######## block 1 ########
**Block 1: track usage over the die**

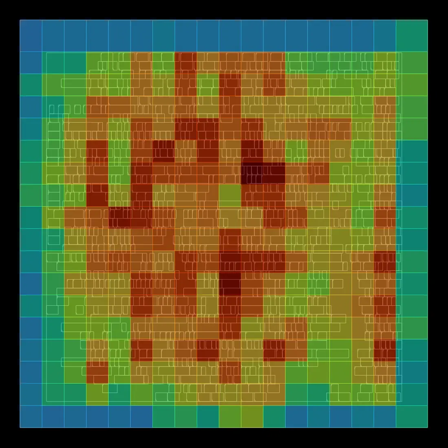

$ cat config.mk
export PLATFORM = sky130hd
export DESIGN_NAME = pci_dma_master
export DESIGN_NICKNAME = d
export VERILOG_FILES = /design/src/rtl/pci_dma_master.sv
export SDC_FILE = /design/constraint.sdc
export NUM_CORES = 1
export LEC_CHECK = 0
export ABC_AREA = 1
export CORE_MARGIN = 8
export CORE_UTILIZATION = 46
export CTS_CLUSTER_DIAMETER = 80
export DETAILED_ROUTE_END_ITERATION = 7
export GPL_TIMING_DRIVEN = 0
export PLACE_DENSITY = 0.85
export SYNTH_ARGS = -nofsm -noshare
export SYNTH_HDL_FRONTEND = slang
export SYNTH_SLANG_ARGS = --single-unit
$ cat constraint.sdc
create_clock -name clk -period 3.8 [get_ports clk]
set_input_delay 0.76 -clock clk [delete_from_list [all_inputs] [get_ports clk]]
set_output_delay 0.76 -clock clk [all_outputs]
set_load 0.01 [all_outputs]
$ cat src/rtl/pci_dma_master.sv
// pci_dma_master: PCI initiator engine moving dword blocks between local
// FIFOs and host memory in bursts that never cross a 4 KB page.
module pci_dma_master #(
    parameter int MAX_BURST = 16,
    parameter int LEN_W     = 16,
    parameter int RETRY_MAX = 255
) (
    input  logic             clk,
    input  logic             rst,
    input  logic             start,
    input  logic             dir,
    input  logic [31:0]      pci_addr,
    input  logic [LEN_W-1:0] xfer_len,
    input  logic             int_en,
    output logic             busy,
    output logic             done,
    output logic             err,
    output logic             request,
    output logic             m_wrdn,
    output logic [3:0]       m_cbe,
    output logic             m_ready,
    output logic             complete,
    output logic [31:0]      adio_in,
    output logic             int_n,
    input  logic             m_addr_n,
    input  logic             m_data,
    input  logic             m_data_vld,
    input  logic [31:0]      adio_out,
    input  logic             mst_abort,
    input  logic             tgt_abort,
    input  logic             tgt_term,
    input  logic [31:0]      src_data,
    input  logic             src_empty,
    output logic             src_rd,
    output logic [31:0]      dst_data,
    output logic             dst_wr,
    input  logic             dst_full
);
    localparam int BW = $clog2(MAX_BURST) + 1;
    localparam int RW = $clog2(RETRY_MAX + 1);

    typedef enum logic [2:0] {
        IDLE, REQ, ADDR, DATA, ERR, DONE
    } state_t;

    state_t           state, state_nx;
    logic [31:0]      cur_addr;
    logic [LEN_W-1:0] remaining, rem_nx;
    logic [BW-1:0]    burst, beats, lim;
    logic [RW-1:0]    retries;
    logic [10:0]      page_left;
    logic             dir_q, int_en_q, aborted, m_data_q;
    logic             beat, txn_end, abort_hit, zero_txn;
    logic             unused_ok;

    // Disconnect and retry both just end the transaction; resume is generic.
    assign unused_ok = tgt_term ^ (^pci_addr[1:0]);

    assign page_left = 11'd1024 - {1'b0, cur_addr[11:2]};
    assign beat      = (state == DATA) && m_data_vld && (remaining != '0);
    assign txn_end   = (state == DATA) && m_data_q && !m_data;
    assign abort_hit = aborted || tgt_abort || mst_abort;
    assign zero_txn  = (beats == '0) && !beat;
    assign rem_nx    = remaining - LEN_W'(beat);

    always_comb begin
        lim = BW'(MAX_BURST);
        if (32'(remaining) < 32'(MAX_BURST)) lim = BW'(remaining);
        if (32'(page_left) < 32'(lim)) lim = BW'(page_left);
    end

    always_comb begin
        state_nx = state;
        unique case (state)
            IDLE: if (start) state_nx = (xfer_len == '0) ? DONE : REQ;
            REQ:  state_nx = ADDR;
            ADDR: if (!m_addr_n) state_nx = DATA;
            DATA: begin
                if (txn_end) begin
                    if (abort_hit)
                        state_nx = ERR;
                    else if (rem_nx == '0)
                        state_nx = DONE;
                    else if (zero_txn && retries >= RW'(RETRY_MAX - 1))
                        state_nx = ERR;
                    else
                        state_nx = REQ;
                end
            end
            ERR:  state_nx = DONE;
            DONE: state_nx = IDLE;
            default: state_nx = IDLE;
        endcase
    end

    always_ff @(posedge clk or posedge rst) begin
        if (rst) begin
            state     <= IDLE;
            cur_addr  <= '0;
            remaining <= '0;
            burst     <= '0;
            beats     <= '0;
            retries   <= '0;
            dir_q     <= 1'b0;
            int_en_q  <= 1'b0;
            aborted   <= 1'b0;
            m_data_q  <= 1'b0;
            err       <= 1'b0;
            int_n     <= 1'b1;
        end else begin
            state    <= state_nx;
            m_data_q <= m_data;
            if (state == IDLE && start) begin
                cur_addr  <= {pci_addr[31:2], 2'b00};
                remaining <= xfer_len;
                dir_q     <= dir;
                int_en_q  <= int_en;
                err       <= 1'b0;
                retries   <= '0;
                int_n     <= !(int_en && xfer_len == '0);
            end else if (state_nx == DONE && int_en_q) begin
                int_n <= 1'b0;
            end
            if (state == REQ) begin
                burst   <= lim;
                beats   <= '0;
                aborted <= 1'b0;
            end
            if ((state == ADDR || state == DATA) && (tgt_abort || mst_abort))
                aborted <= 1'b1;
            if (beat) begin
                beats     <= beats + BW'(1);
                cur_addr  <= cur_addr + 32'd4;
                remaining <= rem_nx;
                retries   <= '0;
            end else if (txn_end && zero_txn && !abort_hit) begin
                retries <= retries + RW'(1);
            end
            if (state == ERR) err <= 1'b1;
        end
    end

    assign request  = (state == REQ);
    assign m_cbe    = (state == REQ) ? {3'b011, dir_q} : 4'b0000;
    assign m_wrdn   = (state != IDLE) && dir_q;
    assign adio_in  = (state == ADDR && !m_addr_n) ? cur_addr :
                      (state == DATA && dir_q)     ? src_data : '0;
    assign m_ready  = (state == DATA) && (dir_q ? !src_empty : !dst_full);
    assign complete = (state == DATA) && (beats >= burst - BW'(1));
    assign src_rd   = beat && dir_q;
    assign dst_wr   = beat && !dir_q;
    assign dst_data = dst_wr ? adio_out : '0;
    assign busy     = (state != IDLE) && (state != DONE);
    assign done     = (state == DONE);
endmodule

######## block 2 ########
$ cat config.mk
export PLATFORM = sky130hd
export DESIGN_NAME = hazard_ctrl
export DESIGN_NICKNAME = d
export VERILOG_FILES = /design/src/rtl/cpu_pkg.sv /design/src/rtl/mdu_seq.sv /design/src/rtl/hazard_ctrl.sv
export SDC_FILE = /design/constraint.sdc
export NUM_CORES = 1
export LEC_CHECK = 0
export CAP_MARGIN = 20
export CORE_UTILIZATION = 40
export DETAILED_ROUTE_END_ITERATION = 10
export HOLD_SLACK_MARGIN = 0.1
export PLACE_DENSITY_LB_ADDON = 0.3
export SETUP_SLACK_MARGIN = 0.15
export SLEW_MARGIN = 15
export SYNTH_ARGS = -nofsm -noshare
export SYNTH_HDL_FRONTEND = slang
export SYNTH_HIERARCHICAL = 1
export SYNTH_SLANG_ARGS = --single-unit
$ cat constraint.sdc
create_clock -name clk -period 2.7 [get_ports clk]
set_clock_uncertainty 0.1 [all_clocks]
set_input_delay 0.675 -clock clk [delete_from_list [all_inputs] [get_ports clk]]
set_output_delay 0.675 -clock clk [all_outputs]
set_load 0.01 [all_outputs]
$ cat src/rtl/cpu_pkg.sv
// Shared encodings for the MIPS pipeline hazard controller and its MDU busy sequencer.
package cpu_pkg;

  localparam int unsigned REG_W = 5;
  localparam int unsigned T_W   = 2;

  localparam logic [1:0] FWD_GRF = 2'd0;
  localparam logic [1:0] FWD_E   = 2'd1;
  localparam logic [1:0] FWD_M   = 2'd2;
  localparam logic [1:0] FWD_W   = 2'd3;

  localparam logic [T_W-1:0] TUSE_NEVER = 2'b11;

  typedef enum logic {
    MDU_IDLE = 1'b0,
    MDU_BUSY = 1'b1
  } mdu_state_e;

  // A stage produces source r when it writes r and r is not $0.
  function automatic logic reg_match(input logic we, input logic [REG_W-1:0] wa,
                                     input logic [REG_W-1:0] r);
    return we && (wa == r) && (r != '0);
  endfunction

endpackage

$ cat src/rtl/mdu_seq.sv
// Multiply/divide busy sequencer: holds busy_o high for exactly N cycles after a start.
module mdu_seq
  import cpu_pkg::*;
#(
  parameter int unsigned MULT_CYCLES = 5,
  parameter int unsigned DIV_CYCLES  = 10
) (
  input  logic clk,
  input  logic reset,
  input  logic start_i,
  input  logic is_div_i,
  output logic busy_o
);

  localparam int unsigned CNT_W = $clog2(DIV_CYCLES + 1);

  mdu_state_e       state_q, state_d;
  logic [CNT_W-1:0] cnt_q, cnt_d;

  always_ff @(posedge clk) begin
    if (!reset) begin
      state_q <= MDU_IDLE;
      cnt_q   <= '0;
    end else begin
      state_q <= state_d;
      cnt_q   <= cnt_d;
    end
  end

  // A start arriving while already busy is ignored.
  always_comb begin
    state_d = state_q;
    cnt_d   = cnt_q;
    case (state_q)
      MDU_IDLE: begin
        if (start_i) begin
          cnt_d   = is_div_i ? CNT_W'(DIV_CYCLES) : CNT_W'(MULT_CYCLES);
          state_d = MDU_BUSY;
        end
      end
      MDU_BUSY: begin
        cnt_d = cnt_q - CNT_W'(1);
        if (cnt_q <= CNT_W'(1)) begin
          cnt_d   = '0;
          state_d = MDU_IDLE;
        end
      end
      default: begin
        cnt_d   = '0;
        state_d = MDU_IDLE;
      end
    endcase
  end

  assign busy_o = (state_q == MDU_BUSY);

endmodule

$ cat src/rtl/hazard_ctrl.sv
// Pipeline hazard controller: stall/flush and forwarding selects plus MDU busy tracking.
// Optional stall statistics counter enabled with HAZARD_STATS_EN.
module hazard_ctrl
  import cpu_pkg::*;
#(
  parameter int unsigned MULT_CYCLES = 5,
  parameter int unsigned DIV_CYCLES  = 10
) (
  input  logic             clk,
  input  logic             reset,
  input  logic [REG_W-1:0] RS_D,
  input  logic [REG_W-1:0] RT_D,
  input  logic [T_W-1:0]   TuseRS_D,
  input  logic [T_W-1:0]   TuseRT_D,
  input  logic             MD_D,
  input  logic [REG_W-1:0] WA_E,
  input  logic [REG_W-1:0] WA_M,
  input  logic [REG_W-1:0] WA_W,
  input  logic             GRFWE_E,
  input  logic             GRFWE_M,
  input  logic             GRFWE_W,
  input  logic [T_W-1:0]   Tnew_E,
  input  logic [T_W-1:0]   Tnew_M,
  input  logic [REG_W-1:0] RS_E,
  input  logic [REG_W-1:0] RT_E,
  input  logic [REG_W-1:0] RT_M,
  input  logic             Start_E,
  input  logic             IsDiv_E,
  output logic             Stall,
  output logic             Busy,
  output logic [1:0]       FwdRS_D,
  output logic [1:0]       FwdRT_D,
  output logic [1:0]       FwdRS_E,
  output logic [1:0]       FwdRT_E,
  output logic             FwdRT_M
`ifdef HAZARD_STATS_EN
  ,
  output logic [31:0]      StallCnt
`endif
);

  logic busy;
  logic e_ready, m_ready;
  logic stall_rs, stall_rt, stall_md;

  mdu_seq #(
    .MULT_CYCLES(MULT_CYCLES),
    .DIV_CYCLES (DIV_CYCLES)
  ) u_mdu_seq (
    .clk     (clk),
    .reset   (reset),
    .start_i (Start_E),
    .is_div_i(IsDiv_E),
    .busy_o  (busy)
  );

  assign Busy = busy;

  function automatic logic [1:0] pick_fwd(input logic e_hit, input logic m_hit,
                                          input logic w_hit);
    if (e_hit)      return FWD_E;
    else if (m_hit) return FWD_M;
    else if (w_hit) return FWD_W;
    else            return FWD_GRF;
  endfunction

  function automatic logic data_stall(input logic [REG_W-1:0] r, input logic [T_W-1:0] tuse,
                                      input logic we_e, input logic [REG_W-1:0] wa_e,
                                      input logic [T_W-1:0] tnew_e, input logic we_m,
                                      input logic [REG_W-1:0] wa_m, input logic [T_W-1:0] tnew_m);
    if (tuse == TUSE_NEVER) return 1'b0;
    return (reg_match(we_e, wa_e, r) && (tuse < tnew_e)) ||
           (reg_match(we_m, wa_m, r) && (tuse < tnew_m));
  endfunction

  // Only producers whose result already exists may forward.
  assign e_ready = GRFWE_E && (Tnew_E == '0);
  assign m_ready = GRFWE_M && (Tnew_M == '0);

  always_comb begin
    stall_rs = data_stall(RS_D, TuseRS_D, GRFWE_E, WA_E, Tnew_E, GRFWE_M, WA_M, Tnew_M);
    stall_rt = data_stall(RT_D, TuseRT_D, GRFWE_E, WA_E, Tnew_E, GRFWE_M, WA_M, Tnew_M);
    stall_md = MD_D && (Start_E || busy);
    Stall    = stall_rs || stall_rt || stall_md;

    FwdRS_D = pick_fwd(reg_match(e_ready, WA_E, RS_D), reg_match(m_ready, WA_M, RS_D),
                       reg_match(GRFWE_W, WA_W, RS_D));
    FwdRT_D = pick_fwd(reg_match(e_ready, WA_E, RT_D), reg_match(m_ready, WA_M, RT_D),
                       reg_match(GRFWE_W, WA_W, RT_D));
    FwdRS_E = pick_fwd(1'b0, reg_match(m_ready, WA_M, RS_E), reg_match(GRFWE_W, WA_W, RS_E));
    FwdRT_E = pick_fwd(1'b0, reg_match(m_ready, WA_M, RT_E), reg_match(GRFWE_W, WA_W, RT_E));
    FwdRT_M = reg_match(GRFWE_W, WA_W, RT_M);
  end

`ifdef HAZARD_STATS_EN
  logic [31:0] stall_cnt_q;

  always_ff @(posedge clk) begin
    if (!reset)     stall_cnt_q <= '0;
    else if (Stall) stall_cnt_q <= stall_cnt_q + 32'd1;
  end

  assign StallCnt = stall_cnt_q;
`endif

endmodule

######## block 3 ########
**config.mk**
```make
export PLATFORM = sky130hd
export DESIGN_NAME = seq_restoring_divider
export DESIGN_NICKNAME = d
export VERILOG_FILES = /design/src/rtl/seq_restoring_divider.sv
export SDC_FILE = /design/constraint.sdc
export NUM_CORES = 1
export LEC_CHECK = 0
export CORE_MARGIN = 2
export CORE_UTILIZATION = 45
export CTS_CLUSTER_DIAMETER = 150
export DETAILED_ROUTE_END_ITERATION = 12
export PLACE_DENSITY = 0.78
export SETUP_SLACK_MARGIN = 0.4
export SYNTH_ARGS = -nofsm -noshare
export SYNTH_HDL_FRONTEND = slang
export SYNTH_HIERARCHICAL = 1
export SYNTH_SLANG_ARGS = --single-unit
```
**constraint.sdc**
```tcl
create_clock -name clk -period 16 [get_ports clk]
set_input_delay 4.8 -clock clk [delete_from_list [all_inputs] [get_ports clk]]
set_output_delay 4.8 -clock clk [all_outputs]
set_load 0.005 [all_outputs]
```
**src/rtl/seq_restoring_divider.sv**
```systemverilog
// Unsigned restoring divider that produces one quotient bit per clock.
// The WIDTH+1-bit trial subtraction is a ripple-borrow chain built from library gates.

module xor2 (
    input  logic a,
    input  logic b,
    output logic y
);
    assign y = a ^ b;
endmodule

module and2 (
    input  logic a,
    input  logic b,
    output logic y
);
    assign y = a & b;
endmodule

module or3 (
    input  logic a,
    input  logic b,
    input  logic c,
    output logic y
);
    assign y = a | b | c;
endmodule

module seq_restoring_divider #(
    parameter int WIDTH = 8
) (
    input  logic             clk,
    input  logic             reset,
    input  logic             start,
    input  logic [WIDTH-1:0] dividend,
    input  logic [WIDTH-1:0] divisor,
    output logic             busy,
    output logic             done,
    output logic [WIDTH-1:0] quotient,
    output logic [WIDTH-1:0] remainder,
    output logic             div_by_zero
);
    localparam int CW = $clog2(WIDTH + 1);

    typedef enum logic [1:0] {IDLE, CALC, DONE} state_t;

    state_t           state_q, state_d;
    logic [WIDTH-1:0] r_q, r_d;
    logic [WIDTH-1:0] q_q, q_d;
    logic [WIDTH-1:0] d_q, d_d;
    logic [CW-1:0]    cnt_q, cnt_d;
    logic             busy_q, busy_d;
    logic             done_q, done_d;
    logic [WIDTH-1:0] quotient_q, quotient_d;
    logic [WIDTH-1:0] remainder_q, remainder_d;
    logic             dbz_q, dbz_d;

    logic [WIDTH:0]   sub_a;
    logic [WIDTH:0]   sub_b;
    logic [WIDTH-1:0] diff;
    logic [WIDTH+1:0] borrow;
    logic [WIDTH-1:0] r_next;
    logic [WIDTH-1:0] q_next;

    assign sub_a     = {r_q, q_q[WIDTH-1]};
    assign sub_b     = {1'b0, d_q};
    assign borrow[0] = 1'b0;

    // Each stage: diff = a^b^bin, bout = ~a&b | ~a&bin | b&bin (inversion via xor with 1).
    for (genvar i = 0; i <= WIDTH; i++) begin : g_sub
        logic na, t_ab, t_ai, t_bi;
        xor2 u_inv (.a(sub_a[i]), .b(1'b1),      .y(na));
        and2 u_ab  (.a(na),       .b(sub_b[i]),  .y(t_ab));
        and2 u_ai  (.a(na),       .b(borrow[i]), .y(t_ai));
        and2 u_bi  (.a(sub_b[i]), .b(borrow[i]), .y(t_bi));
        or3  u_bo  (.a(t_ab), .b(t_ai), .c(t_bi), .y(borrow[i+1]));
        if (i < WIDTH) begin : g_diff
            logic x_ab;
            xor2 u_x0 (.a(sub_a[i]), .b(sub_b[i]),  .y(x_ab));
            xor2 u_x1 (.a(x_ab),     .b(borrow[i]), .y(diff[i]));
        end
    end

    always_comb begin
        if (!borrow[WIDTH+1]) begin
            r_next = diff;
            q_next = {q_q[WIDTH-2:0], 1'b1};
        end else begin
            r_next = {r_q[WIDTH-2:0], q_q[WIDTH-1]};
            q_next = {q_q[WIDTH-2:0], 1'b0};
        end
    end

    always_comb begin
        state_d     = state_q;
        r_d         = r_q;
        q_d         = q_q;
        d_d         = d_q;
        cnt_d       = cnt_q;
        quotient_d  = quotient_q;
        remainder_d = remainder_q;
        dbz_d       = dbz_q;
        case (state_q)
            CALC: begin
                r_d   = r_next;
                q_d   = q_next;
                cnt_d = cnt_q - CW'(1);
                if (cnt_q == CW'(1)) begin
                    state_d     = DONE;
                    quotient_d  = q_next;
                    remainder_d = r_next;
                end
            end
            default: begin
                state_d = IDLE;
                if (start) begin
                    if (divisor == '0) begin
                        quotient_d  = '1;
                        remainder_d = dividend;
                        dbz_d       = 1'b1;
                        state_d     = DONE;
                    end else begin
                        r_d     = '0;
                        q_d     = dividend;
                        d_d     = divisor;
                        cnt_d   = CW'(WIDTH);
                        dbz_d   = 1'b0;
                        state_d = CALC;
                    end
                end
            end
        endcase
        busy_d = (state_d == CALC);
        done_d = (state_d == DONE);
    end

    always_ff @(posedge clk) begin
        if (reset) begin
            state_q     <= IDLE;
            r_q         <= '0;
            q_q         <= '0;
            d_q         <= '0;
            cnt_q       <= '0;
            busy_q      <= 1'b0;
            done_q      <= 1'b0;
            quotient_q  <= '0;
            remainder_q <= '0;
            dbz_q       <= 1'b0;
        end else begin
            state_q     <= state_d;
            r_q         <= r_d;
            q_q         <= q_d;
            d_q         <= d_d;
            cnt_q       <= cnt_d;
            busy_q      <= busy_d;
            done_q      <= done_d;
            quotient_q  <= quotient_d;
            remainder_q <= remainder_d;
            dbz_q       <= dbz_d;
        end
    end

    assign busy        = busy_q;
    assign done        = done_q;
    assign quotient    = quotient_q;
    assign remainder   = remainder_q;
    assign div_by_zero = dbz_q;

endmodule

```

==> gallery <==
Clock wires, drivers and flops.
image #1
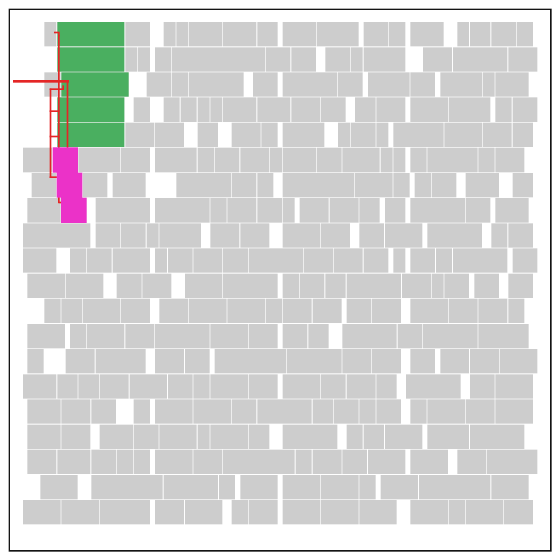
image #2
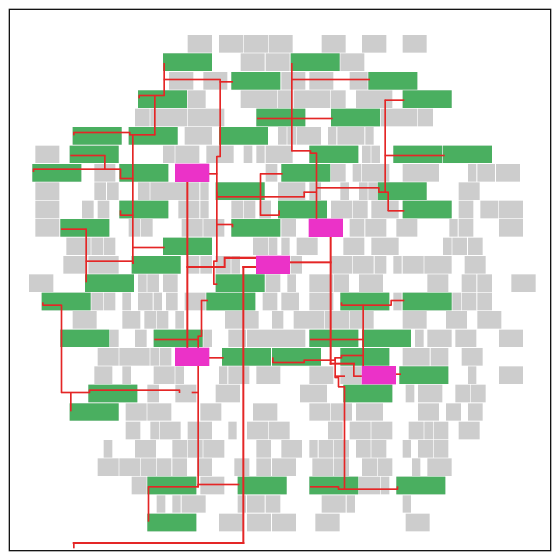
image #3
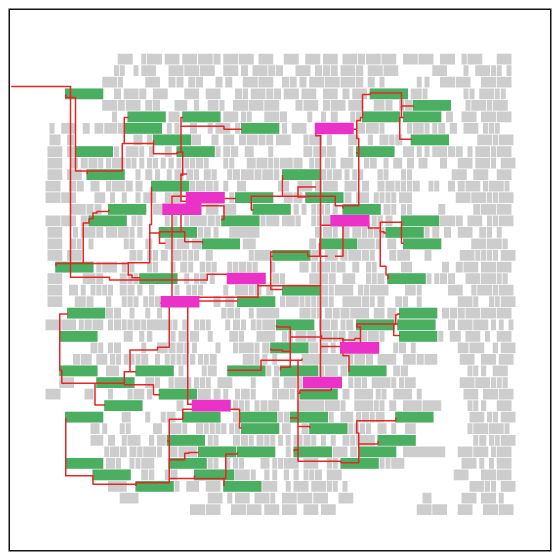
For block 1, see image #3.
For block 2, see image #1.
For block 3, see image #2.

**Block 2: cell classes on the final placement**

Bar = 20 um.
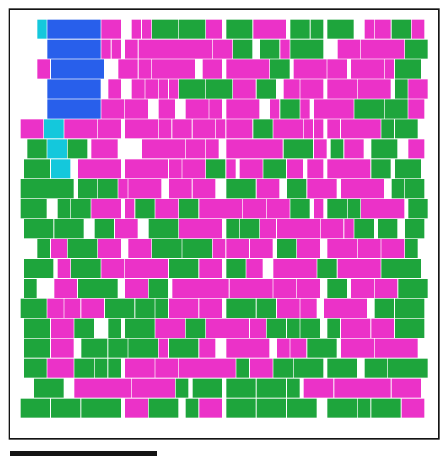
- remaining buffers and delay cells: green (cells 126; share of their area 41%)
- clock drivers and dummy loads: cyan (cells 4; share of their area 0.96%)
- sequential cells: blue (cells 5; share of their area 3.7%)
- remaining logic cells: magenta (cells 159; share of their area 55%)
core area: 3030 um^2
fin area: 2790 um^2
sequential cell area share: 3.59%

**Block 2: metal layers overlaid**

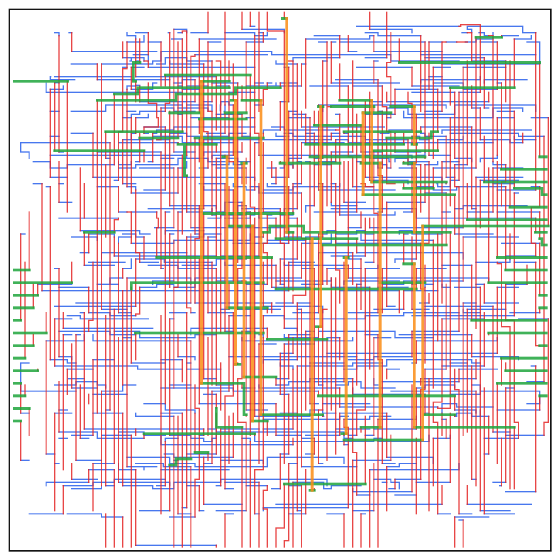
- M1: blue (wire length 2,610 um)
- M3: green (wire length 567 um)
- M4: orange (wire length 348 um)
- M2: red (wire length 3,500 um)
GR Util All Layers: 34.8%
Wirelength per Cell: 20.8 um
total routed wirelength: 7020 um

==> deck_impl_summary.md, block 2 <==
Key Metrics from the Run

Cells and area
  – Nets: roughly 360
  – Logic Gate Count: roughly 150
  – Most frequent cells in the layout: buf_4, buf_6, xnor2_2, buf_2, xnor2_1
  – Layout area overhead: 120%
  – Register Area: between 100 and 150 um^2
  – Buffering overhead: 39.9%

Setup path
  – Critical path's slowest cell: or4_4
  – Buf/Inv on CP: 3
  – Worst EP arrival: roughly 2.1 ns
  – CP Depth: 8

Worst hold path
  – Worst hold path depth: 2

Power
  – Worst vdd ir: 270 uV
  – Leak: 1.25 nW
  – Top Consumer: combinational logic
  – Sequential Power: 0.000100 W
  – Clock Power Share: between 10% and 20%
  – Comb power frac: a little under three quarters
  – Seq pwr share: 15.9%

Run status
  – Outcome: finished with violations
  – Violated checks: negative setup slack

Final timing
  – Final Setup Violations: 5
  – Unrepaired setup endpoints after global routing: true
  – Clock period minus worst slack: ~2.9 ns
  – Final WS setup: -0.183 ns
  – Final period utilization: 107%

Routing
  – Vias: slightly below 2,000
  – First-pass detailed-route iteration total: 5
  – Met1 Wirelength: around 2600 um
  – Metal3 WL: 567 um
  – Post-route ant nets: 0

Global route
  – Met1 usage: approximately two fifths
  – Grt ovf: 0
  – GR peak layer: met2
  – Initial antenna violation count: 0

Place
  – Port Buffers: roughly 66
  – Placed insts: approximately 320
  – Pre-CTS setup slack: -0.940 ns
  – Post-DP Area: approximately 2300 um^2
  – HPWL Detailed: about 3700 um

Yosys
  – EDFF count, synth: 0
  – Share of synthesized registers carrying an async set or reset: 0%
  – Cell variety after synth: 35
  – Area leader share: 24.8%
  – And+or+nand+nor area frac: between 20% and 30%
  – Mux share: 0%
  – Most used flip-flop cell: dfxtp_1
  – Synthesized cell area: ~1300 um^2
  – Flops after synth: 5
  – Leading cell types by total area after synthesis: xnor2_1, xor2_1, dfxtp_1

Clock network
  – Maximum root-to-sink buffer count: 2
  – Cts bufs inserted: 3
  – CTS tree: built
  – Root Driver: clkbuf_4
block 2: state kept, by name, summed over array words and instances, names as in the netlist:
name	cells
u_mdu_seq/busy_o	1
u_mdu_seq/cnt_q	4
block 2: per-stage QoR:
| step | power [W] | utilization [%] | TNS [ns] |
|---|---|---|---|
| 4_1_cts | 0.000551 | 84.3 | -0.438 |
| 5_1_grt | 0.000665 | 92.2 | -0.900 |
| 6_report | 0.000631 | 92.2 | -0.553 |
| 3_3_place_gp | 0.000432 | 76.8 | -7.61 |
| 3_5_place_dp | 0.000440 | 76.8 | -7.99 |
| 2_1_floorplan | 0.000247 | - | 0 |
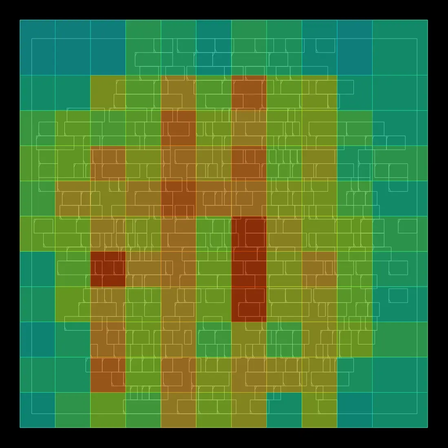
**Above:** block 3 (track usage over the die).
GRT met3 Usage: 2.83%
GR peak layer: met2
Layout Utilization: 56.3%

**Block 3: metal layers overlaid**

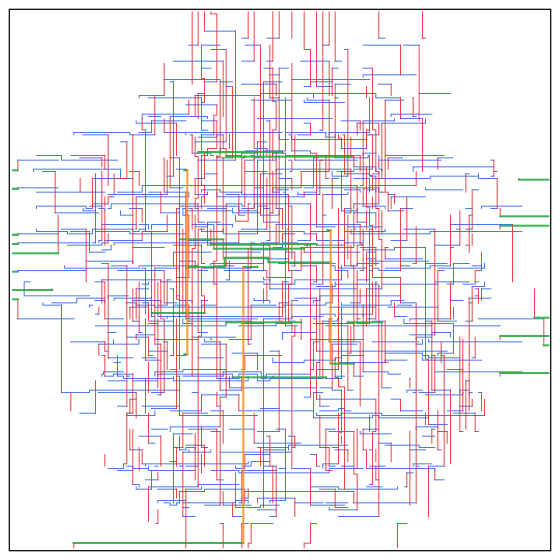
- M2: red (wire length 2,620 um)
- M3: green (wire length 211 um)
- M4: orange (wire length 87.7 um)
- M1: blue (wire length 2,700 um)
total routed wirelength: 5610 um
Vias: 2,058
GR Util All Layers: 19.2%
Wirelength per Cell: 14.5 um

==> deck_impl_summary.md, block 3 <==
Key Metrics from the Run

Power
  – Seq pwr share: between 50 and 60%
  – Comb power frac: 22.3%
  – Clock Power Share: approximately 28%
  – Sw Ratio: around 30%

Yosys
  – Dominant combinational family: simple AND/OR/NAND/NOR gates
  – Xor/xnor share: roughly 8.5%
  – Cell taking the most area after synthesis: dfxtp_1
  – Post-Synthesis Cells: 273
  – Area share of fa/ha/maj cells after synthesis: less than 1%
  – Synthesized cell area: about 2600 um^2
  – # Cells Yosys: roughly 270
  – Seq/Total Area, Yosys: between 30% and 40%
  – And+or+nand+nor area frac: a little under a quarter
  – Cell variety after synth: 40
  – Area leader share: between 30% and 40%

Floorplanning
  – Chip width: 79.8 um
  – Ports: 38

Routing
  – First-pass detailed-route iteration total: 5
  – Drt drc: 0
  – Met2 wire length: approximately 2600 um

Cells and area
  – Flops: between 40 and 50
  – Largest cell class by area: multi-input combinational cells
  – Register Area: between 900 and 1000 um^2
  – Most numerous logic cell after layout: dfxtp_1
  – Share of cells above drive strength 1: roughly 11%
  – # fillers: roughly 520
  – Sequential cell area share: 31.4%
  – Fin cells: 388

Clock network
  – Hold_buf cts: 0
  – Cts bufs inserted: 5
  – Root Driver: clkbuf_8

Run
  – Max-Cap Viols: 0

Final timing
  – Fmax: ~140 MHz
  – Unrepaired setup endpoints after global routing: false
  – Max_slew headroom: slightly below 30%
  – Clock period minus worst slack: approximately 7.0 ns

Global route
  – Largest net degree at the start of global routing: 39
  – First-pass GRT wire length: 9690 um
  – Initial antenna violation count: 0

Worst hold path
  – Worst Hold Endpoint: remainder[7]
  – Hold Startpoint: remainder[7]
  – Worst Hold Class: reg -> reg

Setup path
  – Worst setup EP type: register
  – CP Data Required Time: around 16 ns
  – Crit-path cells: clkdlybuf4s50_1 -> or4_1 -> o211ai_2 -> mux2i_1 -> nor2_1
  – Buf/Inv on CP: 1
  – Setup slack, reg-to-reg: 9.35 ns

Place
  – Port Buffers: 37
  – Placed insts: 380
  – Post-DP Area: ~3000 um^2

Run status
  – Outcome: finished clean
## block 3: through the flow
stage	hold slack (ns)	power, W	worst slack [ns]
floorplan	0.455	0.000181	9.43
global placement	0.458	0.000197	8.83
detailed placement	0.458	0.000198	8.73
CTS	0.479	0.000273	9.06
global route	0.513	0.000285	8.92
finish	0.479	0.000271	9.04
## block 3: cells in the mapped netlist (6+ instances only)
cell and n:
dfxtp_1 49, and2_1 27, nor2_1 25, xor2_1 25, a21oi_1 13, mux2i_1 12
clkbuf_1 9, nand3_1 9, or3_1 9, o221ai_1 8, mux2_4 7, nand2_1 7
o221a_2 7, nand2b_1 6
**Block 1: power grid**

Bar = 50 um. Pins as bars on the die edge. Tap cells in gray.
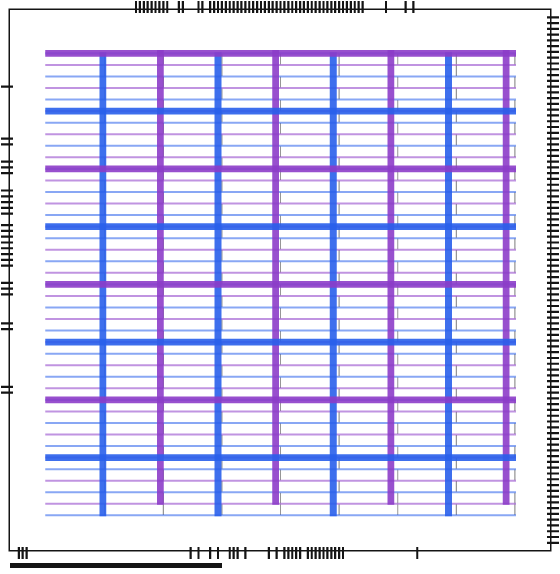
- VSS: blue
- VDD: purple
- tap cells: 168
- met4 straps: 8
- met5 straps: 8
core area: 12,100 um^2
worst vdd ir: 361 uV
chip width: 127 um

## Picture notes: 'track usage over the die' of block 1
GRT met3 Usage: 4.78%
GR Util All Layers: 25.4%
GR peak layer: met2
Layout Utilization: 68.5%
met1 usage: 31.1%

==> deck_impl_summary.md, block 1 <==
Key Metrics from the Run

Yosys
  – Leading cell types by total area after synthesis: dfrtp_1, nand2_1, inv_1
  – Post-Synthesis Cells: approximately 850
  – Synth top cells by count: nand2_1, inv_1, nor2_1
  – Mux share: 0%
  – Cell variety after synth: roughly 43
  – Synth top cell by count: nand2_1
  – Cell taking the most area after synthesis: dfrtp_1
  – Most used flip-flop cell: dfrtp_1
  – Area leader share: between 30% and 40%
  – Area share of fa/ha/maj cells after synthesis: under 10%
  – Flops after synth: approximately 73
  – Dominant combinational family: simple AND/OR/NAND/NOR gates
  – Yosys chip area: about 5700 um^2

Place
  – Pre-CTS setup slack: -0.561 ns
  – Port Buffers: just under 200
  – Placed insts: 1,220

Setup path
  – CP Depth: 7
  – Worst EP arrival: a little under 3 ns
  – CP Launch Point: m_data_vld
  – Startpoint types: input pin
  – Buf/Inv on CP: 4
  – Setup slack, reg-to-reg: slightly below 0.3 ns

Power
  – Seq pwr share: approximately a quarter
  – Switching pwr: between 0.002 and 0.0025 W
  – Pwr dens: between 600 and 700 nW/um^2
  – Sw Ratio: approximately 47%
  – Internal: 0.00280 W
  – Power of the combinational group: roughly 0.003 W
  – Top Consumer: combinational logic
  – Overall Power: between 0.005 and 0.006 W

Routing
  – DRT iter0 DRCs: a little over 500
  – First-pass detailed-route iteration total: 7
  – Vias: approximately 6,700
  – Post-route ant nets: 0

Final timing
  – Clock period minus worst slack: between 3 and 4 ns
  – Worst-Margin Slew: between 0.6 and 0.7 ns
  – Fin. Hold Viols: 0
  – Final WS setup: approximately 0.12 ns
  – Max_slew headroom: about 55%

Cells and area
  – Clock buf/inv share: approximately 3.6%
  – # fillers: 1,045
  – Fin area: 8260 um^2
  – Comb area: around 3200 um^2
  – Nets: about 1,200
  – Non-CTS buffers: between 200 and 250
  – Layout area overhead: 45.3%
  – Clkbuf count: 9

Global route
  – Number of global-route vias before repair: 6,438
  – Grt ovf: 0

Clock network
  – Clock Latency Late Sink: 0.34 ns
  – Clock Sinks: between 70 and 80
  – Hold_buf cts: 0

Run status
  – Outcome: finished clean

Worst hold path
  – Worst Hold Endpoint: aborted
block 1: stage by stage:
| step | hold WS [ns] | setup TNS [ns] |
|---|---|---|
| final | 0.484 | 0 |
| after global routing | 0.504 | 0 |
| after CTS | 0.485 | 0 |
| after detailed placement | 0.471 | -1.73 |
| after global placement | 0.455 | -13.65 |
| after floorplan | 0.443 | 0 |
block 1: routing by layer:
metal / routed length, um / track usage (%)
met1: 8790 / 31.1
met2: 9970 / 42.6
met3: 1800 / 4.78
met4: 635 / 11.3
met5: 0 / 0

Power is estimated from default activity; no workload was simulated.
